==================== spike_rate_decoder
==> spike_rate_decoder/pdn.png <==
Pins as bars on the die edge. Tap cells in gray.
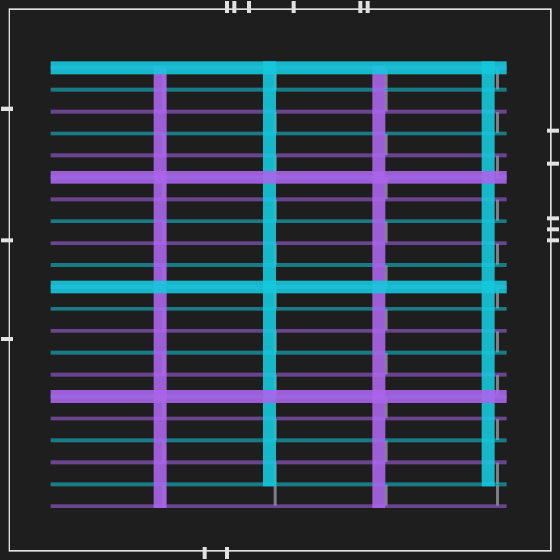

==> config.mk <==
export PLATFORM = sky130hd
export DESIGN_NAME = spike_rate_decoder
export DESIGN_NICKNAME = d
export VERILOG_FILES = /design/src/rtl/spike_rate_decoder.sv
export SDC_FILE = /design/constraint.sdc
export NUM_CORES = 1
export LEC_CHECK = 0
export CORE_MARGIN = 5
export CORE_UTILIZATION = 35
export DETAILED_ROUTE_END_ITERATION = 12
export MAX_ROUTING_LAYER = met4
export PLACE_DENSITY_LB_ADDON = 0.08
export SLEW_MARGIN = 30
export SYNTH_ARGS = -nofsm -noshare
export SYNTH_HDL_FRONTEND = slang
export SYNTH_SLANG_ARGS = --single-unit
==> constraint.sdc <==
create_clock -name clk -period 5.8 [get_ports clk]
set_clock_uncertainty 0.1 [all_clocks]
set_input_delay 0.58 -clock clk [delete_from_list [all_inputs] [get_ports clk]]
set_output_delay 0.58 -clock clk [all_outputs]
set_load 0.03 [all_outputs]
==> src/rtl/spike_rate_decoder.sv <==
// Spike train to rate decoder: counts spike rising edges over a
// 2**WIN_LOG2 cycle window and offers the saturated count on valid/ready.
module spike_rate_decoder #(
  parameter int WIN_LOG2 = 8,
  parameter int WIDTH    = 8
) (
  input  logic             clk,
  input  logic             rst,
  input  logic             en,
  input  logic             spike,
  output logic [WIDTH-1:0] rate,
  output logic             rate_valid,
  input  logic             rate_ready,
  output logic             overrun,
  output logic             busy
);

  typedef enum logic {
    S_IDLE,
    S_COUNT
  } state_t;

  localparam logic [WIN_LOG2-1:0] WIN_ONE = 1;

  state_t r_state;
  state_t w_state_nxt;

  logic [WIN_LOG2-1:0] r_win_cnt;
  logic [WIDTH-1:0]    r_spk_cnt;
  logic                r_spike_q;
  logic [WIDTH-1:0]    r_rate;
  logic                r_rate_valid;
  logic                r_overrun;

  logic             w_edge;
  logic             w_count;
  logic             w_last;
  logic [WIDTH-1:0] w_inc;
  logic [WIDTH-1:0] w_result;
  logic             w_load;
  logic             w_drop;
  logic             w_xfer;

  assign w_edge   = spike & ~r_spike_q;
  assign w_count  = (r_state == S_COUNT);
  assign w_last   = w_count & (&r_win_cnt);
  // Hold at all-ones instead of wrapping to zero.
  assign w_inc    = {{(WIDTH-1){1'b0}}, w_edge & ~(&r_spk_cnt)};
  assign w_result = r_spk_cnt + w_inc;
  assign w_load   = w_last & (~r_rate_valid | rate_ready);
  assign w_drop   = w_last & r_rate_valid & ~rate_ready;
  assign w_xfer   = r_rate_valid & rate_ready;

  always_ff @(posedge clk) begin
    if (rst) begin
      r_state <= S_IDLE;
    end else begin
      r_state <= w_state_nxt;
    end
  end

  always_comb begin
    w_state_nxt = r_state;
    unique case (r_state)
      S_IDLE: begin
        if (en) w_state_nxt = S_COUNT;
      end
      S_COUNT: begin
        if (!en) w_state_nxt = S_IDLE;
      end
      default: w_state_nxt = S_IDLE;
    endcase
  end

  always_ff @(posedge clk) begin
    if (rst) begin
      r_spike_q    <= 1'b0;
      r_win_cnt    <= '0;
      r_spk_cnt    <= '0;
      r_rate       <= '0;
      r_rate_valid <= 1'b0;
      r_overrun    <= 1'b0;
    end else begin
      r_spike_q <= spike;
      // Counters only advance inside a live window; abort or end clears them.
      if (w_count && en && !w_last) begin
        r_win_cnt <= r_win_cnt + WIN_ONE;
        r_spk_cnt <= w_result;
      end else begin
        r_win_cnt <= '0;
        r_spk_cnt <= '0;
      end
      if (w_load) begin
        r_rate       <= w_result;
        r_rate_valid <= 1'b1;
      end else if (w_xfer) begin
        r_rate_valid <= 1'b0;
      end
      if (w_drop) r_overrun <= 1'b1;
    end
  end

  assign rate       = r_rate;
  assign rate_valid = r_rate_valid;
  assign overrun    = r_overrun;
  assign busy       = w_count;

endmodule

==================== mat_addr_gen_flat
$ cat config.mk
export PLATFORM = sky130hd
export DESIGN_NAME = mat_addr_gen_flat
export DESIGN_NICKNAME = d
export VERILOG_FILES = /design/src/rtl/macc_pkg.sv /design/src/rtl/mat_addr_gen_if.sv /design/src/rtl/agen_pipe.sv /design/src/rtl/mat_addr_gen.sv /design/src/flat_wrapper.sv
export SDC_FILE = /design/constraint.sdc
export NUM_CORES = 1
export LEC_CHECK = 0
export ABC_AREA = 0
export ABC_CLOCK_PERIOD_IN_PS = 6700
export CAP_MARGIN = 10
export CORE_MARGIN = 10
export CORE_UTILIZATION = 45
export DETAILED_ROUTE_END_ITERATION = 8
export PLACE_DENSITY = 0.67
export REMOVE_ABC_BUFFERS = 1
export SLEW_MARGIN = 25
export SYNTH_ARGS = -nofsm -noshare
export SYNTH_HDL_FRONTEND = slang
export SYNTH_HIERARCHICAL = 1
export SYNTH_SLANG_ARGS = --single-unit
$ cat constraint.sdc
create_clock -name CLK -period 6.7 [get_ports CLK]
set_input_delay 0.67 -clock CLK [delete_from_list [all_inputs] [get_ports CLK]]
set_output_delay 0.67 -clock CLK [all_outputs]
set_load 0.005 [all_outputs]
$ cat src/rtl/macc_pkg.sv
// Shared types and widths for the MACC operand-fetch address path.
package macc_pkg;
    localparam int ADDR_W_DEF = 20;
    localparam int IDX_W      = 10;
    localparam int PROD_W     = 2 * IDX_W;
    localparam int SUM_W      = PROD_W + 1;

    typedef enum logic [1:0] {IDLE, RUN, DRAIN, DONE} agen_state_t;
endpackage

$ cat src/rtl/mat_addr_gen_if.sv
// Address output channel towards the operand-memory read port (valid/ready).
interface mat_addr_gen_if
    import macc_pkg::*;
#(
    parameter int ADDR_W = ADDR_W_DEF
);
    logic              out_valid;
    logic              out_ready;
    logic              out_last;
    logic [ADDR_W-1:0] out_addr;

    modport master (output out_valid, out_addr, out_last, input out_ready);
    modport slave  (input out_valid, out_addr, out_last, output out_ready);
endinterface

$ cat src/rtl/agen_pipe.sv
// Two-stage address pipeline: stage 1 forms row*stride+col, stage 2 adds base.
// A low enable freezes both stages so the output holds under backpressure.
module agen_pipe
    import macc_pkg::*;
#(
    parameter int ADDR_W = ADDR_W_DEF
) (
    input  logic              clk,
    input  logic              rst_n,
    input  logic              en,
    input  logic              in_valid,
    input  logic              in_last,
    input  logic [IDX_W-1:0]  row,
    input  logic [IDX_W-1:0]  col,
    input  logic [IDX_W-1:0]  stride,
    input  logic [ADDR_W-1:0] base,
    output logic              s1_valid,
    output logic              out_valid,
    output logic              out_last,
    output logic [ADDR_W-1:0] out_addr
);
    logic              s1_valid_q, s1_valid_d;
    logic              s1_last_q, s1_last_d;
    logic [SUM_W-1:0]  s1_sum_q, s1_sum_d;
    logic              out_valid_q, out_valid_d;
    logic              out_last_q, out_last_d;
    logic [ADDR_W-1:0] out_addr_q, out_addr_d;
    logic [PROD_W-1:0] prod;

    always_comb begin
        prod        = PROD_W'(row) * PROD_W'(stride);
        s1_valid_d  = s1_valid_q;
        s1_last_d   = s1_last_q;
        s1_sum_d    = s1_sum_q;
        out_valid_d = out_valid_q;
        out_last_d  = out_last_q;
        out_addr_d  = out_addr_q;
        if (en) begin
            s1_valid_d  = in_valid;
            s1_last_d   = in_valid && in_last;
            s1_sum_d    = SUM_W'(prod) + SUM_W'(col);
            out_valid_d = s1_valid_q;
            out_last_d  = s1_last_q;
            // Final add wraps modulo 2^ADDR_W by truncation.
            out_addr_d  = base + ADDR_W'(s1_sum_q);
        end
    end

    always_ff @(posedge clk or negedge rst_n) begin
        if (!rst_n) begin
            s1_valid_q  <= 1'b0;
            s1_last_q   <= 1'b0;
            s1_sum_q    <= '0;
            out_valid_q <= 1'b0;
            out_last_q  <= 1'b0;
            out_addr_q  <= '0;
        end else begin
            s1_valid_q  <= s1_valid_d;
            s1_last_q   <= s1_last_d;
            s1_sum_q    <= s1_sum_d;
            out_valid_q <= out_valid_d;
            out_last_q  <= out_last_d;
            out_addr_q  <= out_addr_d;
        end
    end

    assign s1_valid  = s1_valid_q;
    assign out_valid = out_valid_q;
    assign out_last  = out_last_q;
    assign out_addr  = out_addr_q;
endmodule

$ cat src/rtl/mat_addr_gen.sv
// Row-major matrix walker: drives the external 2D counter via inc and turns
// each (row, col) into base + row*stride + col on a valid/ready channel.
module mat_addr_gen
    import macc_pkg::*;
#(
    parameter int ADDR_W = ADDR_W_DEF
) (
    input  logic              CLK,
    input  logic              RST_L,
    input  logic              start,
    input  logic [ADDR_W-1:0] base,
    input  logic [IDX_W-1:0]  stride,
    input  logic [IDX_W-1:0]  row_max,
    input  logic [IDX_W-1:0]  col_max,
    input  logic [IDX_W-1:0]  row,
    input  logic [IDX_W-1:0]  col,
    output logic              inc,
    output logic              busy,
    output logic              done,
    mat_addr_gen_if.master    out_if
);
    agen_state_t       state_q, state_d;
    logic [ADDR_W-1:0] base_q, base_d;
    logic [IDX_W-1:0]  stride_q, stride_d;
    logic              advance, issue, is_last;
    logic              s1_valid, pipe_valid, pipe_last;
    logic [ADDR_W-1:0] pipe_addr;

    // Whole pipeline moves together; no skid buffer, so stall reaches inc combinationally.
    assign advance = !pipe_valid || out_if.out_ready;
    assign issue   = (state_q == RUN) && advance;
    assign is_last = (row == row_max) && (col == col_max);

    always_ff @(posedge CLK or negedge RST_L) begin
        if (!RST_L) begin
            state_q  <= IDLE;
            base_q   <= '0;
            stride_q <= '0;
        end else begin
            state_q  <= state_d;
            base_q   <= base_d;
            stride_q <= stride_d;
        end
    end

    always_comb begin
        state_d  = state_q;
        base_d   = base_q;
        stride_d = stride_q;
        case (state_q)
            IDLE: if (start) begin
                state_d  = RUN;
                base_d   = base;
                stride_d = stride;
            end
            RUN:     if (issue && is_last) state_d = DRAIN;
            DRAIN:   if (!s1_valid && advance) state_d = DONE;
            DONE:    state_d = IDLE;
            default: state_d = IDLE;
        endcase
    end

    always_comb begin
        inc  = issue;
        busy = (state_q == RUN) || (state_q == DRAIN);
        done = (state_q == DONE);
    end

    agen_pipe #(.ADDR_W(ADDR_W)) u_pipe (
        .clk       (CLK),
        .rst_n     (RST_L),
        .en        (advance),
        .in_valid  (issue),
        .in_last   (is_last),
        .row       (row),
        .col       (col),
        .stride    (stride_q),
        .base      (base_q),
        .s1_valid  (s1_valid),
        .out_valid (pipe_valid),
        .out_last  (pipe_last),
        .out_addr  (pipe_addr)
    );

    assign out_if.out_valid = pipe_valid;
    assign out_if.out_last  = pipe_last;
    assign out_if.out_addr  = pipe_addr;
endmodule

$ cat src/flat_wrapper.sv
// flat-port wrapper written by rule: the top's interface ports become plain ports
module mat_addr_gen_flat import macc_pkg::*;
#(
    parameter int ADDR_W = ADDR_W_DEF
)
  (CLK, RST_L, start, base, stride, row_max, col_max, row, col, inc, busy, done, out_if_out_valid, out_if_out_addr, out_if_out_last, out_if_out_ready);
  mat_addr_gen_if #(.ADDR_W(ADDR_W)) out_if_i ();
  input  logic CLK;
  input  logic RST_L;
  input  logic start;
  input  logic [ADDR_W-1:0] base;
  input  logic [IDX_W-1:0] stride;
  input  logic [IDX_W-1:0] row_max;
  input  logic [IDX_W-1:0] col_max;
  input  logic [IDX_W-1:0] row;
  input  logic [IDX_W-1:0] col;
  output logic inc;
  output logic busy;
  output logic done;
  output wire logic [$bits(out_if_i.out_valid)-1:0] out_if_out_valid;
  output wire logic [$bits(out_if_i.out_addr)-1:0] out_if_out_addr;
  output wire logic [$bits(out_if_i.out_last)-1:0] out_if_out_last;
  input wire logic [$bits(out_if_i.out_ready)-1:0] out_if_out_ready;
  assign out_if_out_valid = out_if_i.out_valid;
  assign out_if_out_addr = out_if_i.out_addr;
  assign out_if_out_last = out_if_i.out_last;
  assign out_if_i.out_ready = out_if_out_ready;
  mat_addr_gen #(.ADDR_W(ADDR_W)) u_core (.CLK(CLK), .RST_L(RST_L), .start(start), .base(base), .stride(stride), .row_max(row_max), .col_max(col_max), .row(row), .col(col), .inc(inc), .busy(busy), .done(done), .out_if(out_if_i));
endmodule
==================== lcd_char_arbiter_flat
$ cat config.mk
export PLATFORM = sky130hd
export DESIGN_NAME = lcd_char_arbiter_flat
export DESIGN_NICKNAME = d
export VERILOG_FILES = /design/src/rtl/lcd_char_arbiter_if.sv /design/src/rtl/lcd_char_arbiter.sv /design/src/flat_wrapper.sv
export SDC_FILE = /design/constraint.sdc
export NUM_CORES = 1
export LEC_CHECK = 0
export ABC_AREA = 0
export CAP_MARGIN = 10
export CORE_AREA = 10 10 112 114
export CTS_BUF_LIST = sky130_fd_sc_hd__clkbuf_4 sky130_fd_sc_hd__clkbuf_8
export CTS_CLUSTER_SIZE = 12
export DETAILED_ROUTE_END_ITERATION = 12
export DIE_AREA = 0 0 122 124
export GPL_TIMING_DRIVEN = 0
export PLACE_DENSITY = 0.57
export SLEW_MARGIN = 40
export SYNTH_ARGS = -nofsm -noshare
export SYNTH_HDL_FRONTEND = slang
export SYNTH_SLANG_ARGS = --single-unit
$ cat constraint.sdc
create_clock -name sys_clk -period 3.8 [get_ports sys_clk]
set_input_delay 0.95 -clock sys_clk [delete_from_list [all_inputs] [get_ports sys_clk]]
set_output_delay 0.95 -clock sys_clk [all_outputs]
set_load 0.02 [all_outputs]
$ cat src/rtl/lcd_char_arbiter_if.sv
// Handshake bundle between two character producers, the shared draw engine and lcd_char_arbiter.
// master = arbiter view, slave = surrounding controllers / draw engine view.
interface lcd_char_arbiter_if;
    logic       init_done;
    logic       show_char_done;
    logic       req0;
    logic       req1;
    logic [6:0] ascii0;
    logic [6:0] ascii1;
    logic [8:0] x0;
    logic [8:0] x1;
    logic [8:0] y0;
    logic [8:0] y1;
    logic       ack0;
    logic       ack1;
    logic       show_char_flag;
    logic [6:0] ascii_num;
    logic [8:0] start_x;
    logic [8:0] start_y;
    logic       grant;
    logic       busy;
    logic       timeout_err;

    modport master (
        input  init_done, show_char_done,
        input  req0, req1, ascii0, ascii1, x0, x1, y0, y1,
        output ack0, ack1, show_char_flag, ascii_num, start_x, start_y,
        output grant, busy, timeout_err
    );

    modport slave (
        output init_done, show_char_done,
        output req0, req1, ascii0, ascii1, x0, x1, y0, y1,
        input  ack0, ack1, show_char_flag, ascii_num, start_x, start_y,
        input  grant, busy, timeout_err
    );
endinterface

$ cat src/rtl/lcd_char_arbiter.sv
// Shares one LCD character-draw engine between two requesters: grant, issue, wait for done (with timeout), ack.
// Define LCD_CHAR_ARB_RR_EN for round-robin arbitration; otherwise requester 0 has fixed priority.
module lcd_char_arbiter #(
    parameter int unsigned TIMEOUT_CYC = 24'd2_000_000,
    parameter int unsigned TO_W        = 24
) (
    input  logic                sys_clk,
    input  logic                sys_rst_n,
    lcd_char_arbiter_if.master  bus
);

    localparam logic [1:0] ST_IDLE  = 2'd0;
    localparam logic [1:0] ST_ISSUE = 2'd1;
    localparam logic [1:0] ST_WAIT  = 2'd2;
    localparam logic [1:0] ST_ACK   = 2'd3;

    localparam logic [TO_W-1:0] TO_LAST = TO_W'(TIMEOUT_CYC - 1);

    logic [1:0]      state;
    logic [1:0]      state_nxt;
    logic [TO_W-1:0] to_cnt;
    logic            last_served;
    logic            winner;
    logic            wait_done;
    logic            wait_expire;

`ifdef LCD_CHAR_ARB_RR_EN
    always_comb begin
        winner = (bus.req0 && bus.req1) ? ~last_served : ~bus.req0;
    end
`else
    logic unused_last_served;
    assign unused_last_served = last_served;

    always_comb begin
        winner = ~bus.req0;
    end
`endif

    // A done in the same cycle as the limit wins over the timeout.
    always_comb begin
        wait_done   = (state == ST_WAIT) && bus.show_char_done;
        wait_expire = (state == ST_WAIT) && !bus.show_char_done && (to_cnt == TO_LAST);
    end

    always_comb begin
        state_nxt = state;
        if (!bus.init_done) begin
            state_nxt = ST_IDLE;
        end else begin
            case (state)
                ST_IDLE:  if (bus.req0 || bus.req1) state_nxt = ST_ISSUE;
                ST_ISSUE: state_nxt = ST_WAIT;
                ST_WAIT:  if (wait_done || wait_expire) state_nxt = ST_ACK;
                default:  state_nxt = ST_IDLE;
            endcase
        end
    end

    // Outputs are registered from the next state so each pulse lines up with its state cycle.
    always_ff @(posedge sys_clk or negedge sys_rst_n) begin
        if (!sys_rst_n) begin
            state              <= ST_IDLE;
            to_cnt             <= '0;
            last_served        <= 1'b1;
            bus.show_char_flag <= 1'b0;
            bus.ack0           <= 1'b0;
            bus.ack1           <= 1'b0;
            bus.busy           <= 1'b0;
            bus.timeout_err    <= 1'b0;
            bus.grant          <= 1'b0;
            bus.ascii_num      <= '0;
            bus.start_x        <= '0;
            bus.start_y        <= '0;
        end else begin
            state              <= state_nxt;
            bus.show_char_flag <= (state_nxt == ST_ISSUE);
            bus.busy           <= (state_nxt != ST_IDLE);
            bus.ack0           <= (state_nxt == ST_ACK) && !bus.grant;
            bus.ack1           <= (state_nxt == ST_ACK) && bus.grant;
            bus.timeout_err    <= bus.init_done && wait_expire;

            if ((state == ST_IDLE) && (state_nxt == ST_ISSUE)) begin
                bus.grant     <= winner;
                bus.ascii_num <= winner ? bus.ascii1 : bus.ascii0;
                bus.start_x   <= winner ? bus.x1 : bus.x0;
                bus.start_y   <= winner ? bus.y1 : bus.y0;
            end

            if (state == ST_ISSUE) begin
                to_cnt <= '0;
            end else if (state == ST_WAIT) begin
                to_cnt <= to_cnt + 1'b1;
            end

            if (state == ST_ACK) begin
                last_served <= bus.grant;
            end
        end
    end

endmodule
$ cat src/flat_wrapper.sv
// flat-port wrapper written by rule: the top's interface ports become plain ports
module lcd_char_arbiter_flat 
#(
    parameter int unsigned TIMEOUT_CYC = 24'd2_000_000,
    parameter int unsigned TO_W        = 24
)
  (sys_clk, sys_rst_n, bus_init_done, bus_show_char_done, bus_req0, bus_req1, bus_ascii0, bus_ascii1, bus_x0, bus_x1, bus_y0, bus_y1, bus_ack0, bus_ack1, bus_show_char_flag, bus_ascii_num, bus_start_x, bus_start_y, bus_grant, bus_busy, bus_timeout_err);
  lcd_char_arbiter_if bus_i ();
  input  logic sys_clk;
  input  logic sys_rst_n;
  input wire logic [$bits(bus_i.init_done)-1:0] bus_init_done;
  input wire logic [$bits(bus_i.show_char_done)-1:0] bus_show_char_done;
  input wire logic [$bits(bus_i.req0)-1:0] bus_req0;
  input wire logic [$bits(bus_i.req1)-1:0] bus_req1;
  input wire logic [$bits(bus_i.ascii0)-1:0] bus_ascii0;
  input wire logic [$bits(bus_i.ascii1)-1:0] bus_ascii1;
  input wire logic [$bits(bus_i.x0)-1:0] bus_x0;
  input wire logic [$bits(bus_i.x1)-1:0] bus_x1;
  input wire logic [$bits(bus_i.y0)-1:0] bus_y0;
  input wire logic [$bits(bus_i.y1)-1:0] bus_y1;
  output wire logic [$bits(bus_i.ack0)-1:0] bus_ack0;
  output wire logic [$bits(bus_i.ack1)-1:0] bus_ack1;
  output wire logic [$bits(bus_i.show_char_flag)-1:0] bus_show_char_flag;
  output wire logic [$bits(bus_i.ascii_num)-1:0] bus_ascii_num;
  output wire logic [$bits(bus_i.start_x)-1:0] bus_start_x;
  output wire logic [$bits(bus_i.start_y)-1:0] bus_start_y;
  output wire logic [$bits(bus_i.grant)-1:0] bus_grant;
  output wire logic [$bits(bus_i.busy)-1:0] bus_busy;
  output wire logic [$bits(bus_i.timeout_err)-1:0] bus_timeout_err;
  assign bus_i.init_done = bus_init_done;
  assign bus_i.show_char_done = bus_show_char_done;
  assign bus_i.req0 = bus_req0;
  assign bus_i.req1 = bus_req1;
  assign bus_i.ascii0 = bus_ascii0;
  assign bus_i.ascii1 = bus_ascii1;
  assign bus_i.x0 = bus_x0;
  assign bus_i.x1 = bus_x1;
  assign bus_i.y0 = bus_y0;
  assign bus_i.y1 = bus_y1;
  assign bus_ack0 = bus_i.ack0;
  assign bus_ack1 = bus_i.ack1;
  assign bus_show_char_flag = bus_i.show_char_flag;
  assign bus_ascii_num = bus_i.ascii_num;
  assign bus_start_x = bus_i.start_x;
  assign bus_start_y = bus_i.start_y;
  assign bus_grant = bus_i.grant;
  assign bus_busy = bus_i.busy;
  assign bus_timeout_err = bus_i.timeout_err;
  lcd_char_arbiter #(.TIMEOUT_CYC(TIMEOUT_CYC), .TO_W(TO_W)) u_core (.sys_clk(sys_clk), .sys_rst_n(sys_rst_n), .bus(bus_i));
endmodule
==> spike_rate_decoder/met1.png <==
Scale bar: 20 um. Supply wires on this layer in gray.
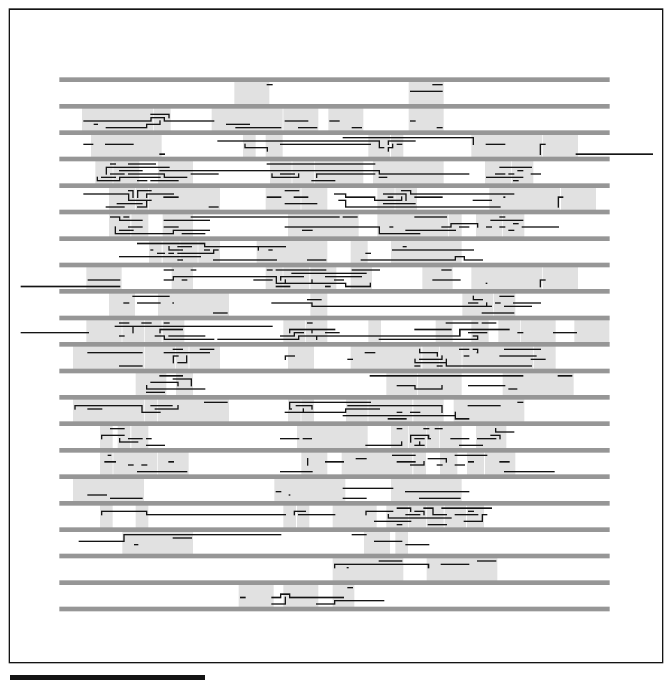
The layer holds 43% of the routed length. The longest straight run is 22.5 um. The wires run mostly horizontal. The layer carries 1030 um of wire. 140 nets have wire on it.

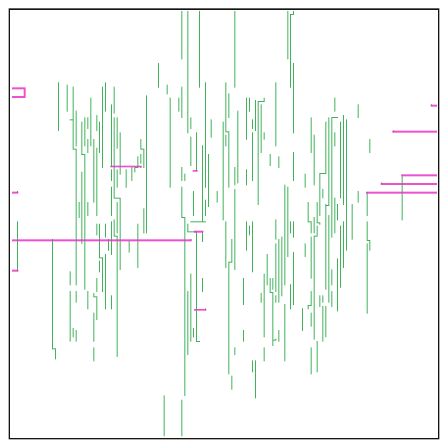
(spike_rate_decoder/metal_stack.png)
Only two layers are drawn.
Key: green = met2 [wire length 1230 um]; magenta = met3 [wire length 73.8 um]
GRT Overall Usage: 12.14%
Vias: 947
final wirelength: 2376 um

## Picture notes: spike_rate_decoder/pdn.png
Key: cyan = VDD; purple = VSS
16 signal pins sit on the boundary. 4 straps on met5.

==> run summary, spike_rate_decoder <==
status - finished, final reports clean
number of global-route vias before repair - 907
routed len/inst - 13.13 um
startpoint type of the worst setup path - primary input
yosys aoi share - 16.50%
yosys warning tally - 0
fin crit share - 38.08%
CTS tree - built
PortBufs - 15
flop-to-flop setup slack - 3.74 ns
routability cong. - 0.7751
Dominant Register Cell - dfxtp_1
f_max - 0.4528 GHz
CP max stage cell - clkdlybuf4s50_1
Antenna diodes - 0
routed vias/inst - 5.232
Flop area - 560.5 sq um
Synth Net Count - 131
Die Size - 0.004490 sq mm
clock root cell - clkbuf_4
r2r endpoint - rate[6]
Synth Area in Simple Gates - 22.33%
synthesized flop and latch total - 28
FP Util - 36.95%
top cells, area - dfxtp_1 (49%), a21oi_1 (4.0%), nor2_1 (4.0%), a31oi_1 (3.9%), xor2_1 (3.9%)
CTS sink count - 28
[spike_rate_decoder: per-layer routing]
metal,global-route usage [%],routed length (um)
met5,-,0
met3,2.192,73
met2,21.47,1230
met1,12.93,1028
met4,5.823,44
[spike_rate_decoder: critical path, delay by kind of cell]
family / cells / cell delay, ns
simple gates: 2 / 0.54
compound gates: 1 / 0.25
fa+ha+maj: 2 / 0.46
buf+inv: 2 / 0.53
[spike_rate_decoder: metrics by stage]
step | hold slack [ns] | setup slack [ns] | instance area [sq um]
final | 0.3790 | 3.591 | 1353
after global routing | 0.4097 | 3.417 | 1353
after CTS | 0.3868 | 3.577 | 1353
after detailed placement | 0.3527 | 3.217 | 1316
after global placement | 0.3452 | 3.266 | 1316
after floorplan | 0.3297 | 3.822 | 1137
[spike_rate_decoder: cell type report]
| type | instances | share of cell area (%) |
|---|---|---|
| Sequential cell | 28 | 41.44 |
| Multi-Input combinational cell | 85 | 39.32 |
| Timing Repair Buffer | 15 | 11.10 |
| Tap cell | 44 | 4.070 |
| Clock buffer | 4 | 2.683 |
| Inverter | 5 | 1.388 |
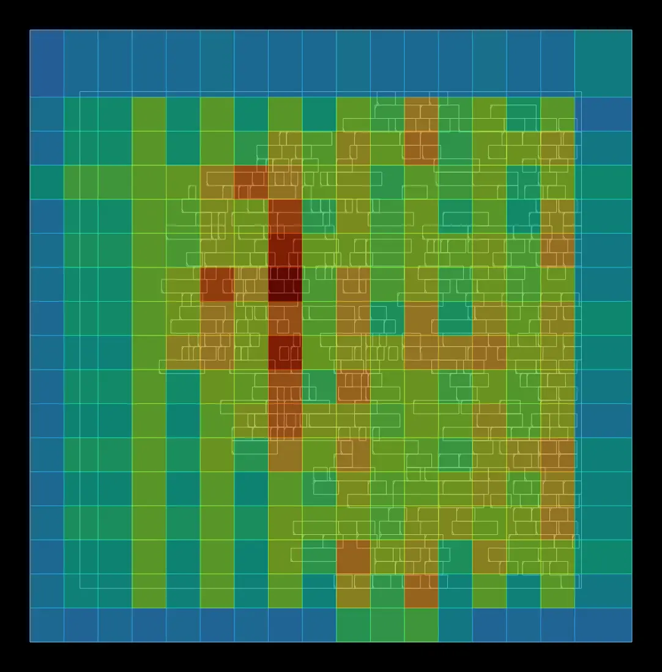
(lcd_char_arbiter_flat/final_congestion.png)
M2 GR Usage: 13.49%
Finished Core Util: 40.20%
routed len/inst: 14.60 um

==> run summary, lcd_char_arbiter_flat <==
global-route wire length before repair - 11480 um
final hold slack - 0.4585 ns
clk tree area frac - 6.024%
Seq/Total Area, Yosys - 50.46%
Nets - 404
post-route cell area - 0.004113 sq mm
Layout Skew - 0.009674 ns
Layout Area Growth over Synthesis - 45.51%
top cells, area - dfrtp_1 (50%), mux2_2 (20%), xnor2_1 (4.0%), nor2_1 (3.6%), ha_1 (2.2%)
CTS hold repair buffers - 0
post-route insts no fill - 484
Avg Synthesized Cell Area - 11.49 sq um
yosys aoi share - 3.232%
Flop area - 0.001426 sq mm
largest net degree at the start of global routing - 40
Largest register FFs - 24
Non-clock buffer share - 22.30%
f_max - 0.3605 GHz
PortBufs - 85
sequential cell area share - 34.68%
layout cell share with drive strength beyond 1 - 21.55%
yosys warning tally - 0
Worst Hold Launch - u_core.bus.grant
Detailed Routing Iterations Pass 1 - 4
Placed Area - 0.003865 sq mm
mux share - 20.67%
post_cts resized - 0
Synth top area share - 50.46%
status - finished, final reports clean
-- lcd_char_arbiter_flat: synthesized netlist by cell type --
master and number:
or2_2 1, dfrtp_1 57, nor3_1 9, nand4b_1 1
ha_1 5, nor3_2 1, or3_1 5, o21ai_0 8
and3_1 3, clkbuf_1 7, nand2b_1 3, nor4b_1 1
xor2_1 3, nand3_1 7, a21oi_1 4, buf_6 2
o22ai_1 1, and2_1 2, a41oi_2 1, nor3b_4 1
a22o_1 1, nand4_1 3, nor4_1 1, mux2_2 51
nand2_1 12, and4_1 4, mux2i_1 1, nor2_1 27
nand3b_1 2, or4_1 1, xnor2_1 13, inv_1 8
-- lcd_char_arbiter_flat: worst max-delay path, delay by kind of cell --
| family | cells | cell delay [ns] |
|---|---|---|
| mux | 1 | 0.34 |
| compound gates | 2 | 0.32 |
| simple gates | 2 | 0.61 |
| buf+inv | 2 | 0.76 |
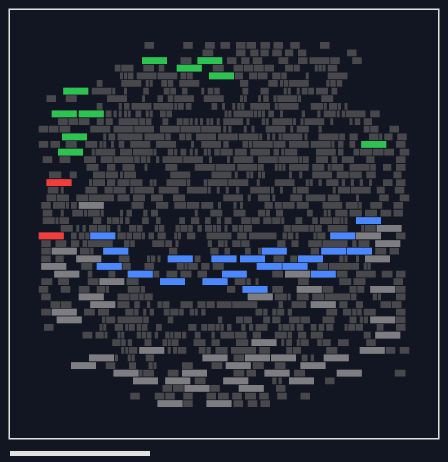
(mat_addr_gen_flat/registers.png)
Scale bar: 50 um.
Key: red = u_core/state_q [sequential cells 2]; blue = u_core/u_pipe/s1_sum_q [sequential cells 20]; green = u_core/stride_q [sequential cells 10]
Finished Core Util: 54.44%
Flop area: 0.001902 sq mm

==> run summary, mat_addr_gen_flat <==
number of global-route vias before repair - 6088
WP depth - 19
Setup violations, final - 0
Non-clk invs - 109
Dominant Register Cell - dfrtp_1
buffer-and-inverter tally for the worst setup path - 6
Comb gates - 589
die extent in x - 152.7 um
grt met3 use - 3.161%
post-DP HPWL - 14860 um
Max-Cap Viols - 0
top cells, area - dfrtp_1 (24%), fa_1 (18%), ha_1 (13%), mux2_2 (7.7%), inv_1 (5.2%)
Nets - 1118
final hold slack - 0.3523 ns
unrepaired setup endpoints after global routing - no
dpl ws - 0.4489 ns
status - finished, final reports clean
Core Area - 0.01730 sq mm
CP max stage cell - clkdlybuf4s50_1
clk tree area frac - 3.282%
I/O pin count - 99
CP Max Fanout - 11
## mat_addr_gen_flat: cells in the final DEF, fill, tap and decap left out, types with 4 or more instances in the layout
master	synthesis	final
ha_1	82	82
a211oi_1	7	7
a21o_1	12	12
o21a_1	9	9
dfrtp_1	76	76
nand2_1	74	74
xor2_1	27	27
buf_4	0	6
a31oi_1	7	7
a21oi_1	24	24
fa_1	73	73
nand3_1	8	8
nand4_1	6	6
nor2_1	24	24
nor3_1	5	5
and3_1	4	4
and2_1	64	64
o21ai_0	22	22
inv_1	109	109
clkdlybuf4s50_1	0	97
nor2b_1	5	5
nor4_1	7	7
clkbuf_16	0	9
xnor2_1	17	17
mux2_2	54	54


## Gallery

Nets reached from selected ports.
panel A
Scale bar: 20 um.
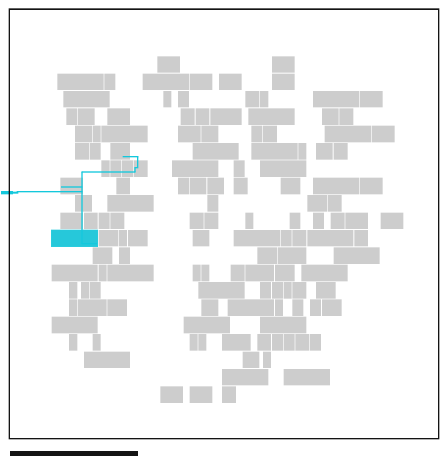
panel B
Scale bar: 50 um.
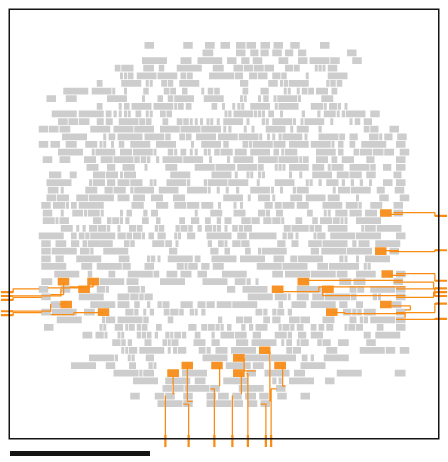
panel C
Scale bar: 20 um.
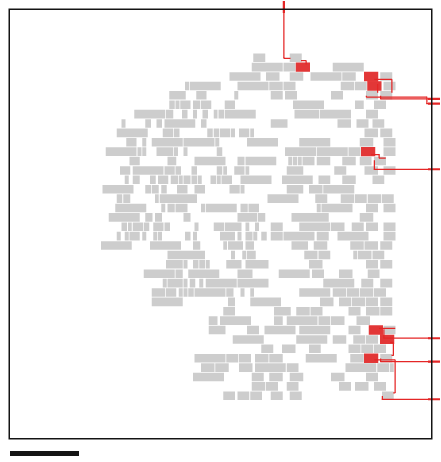
For mat_addr_gen_flat, see panel B.
For lcd_char_arbiter_flat, see panel C.
For spike_rate_decoder, see panel A.
Of these, smallest die: panel A

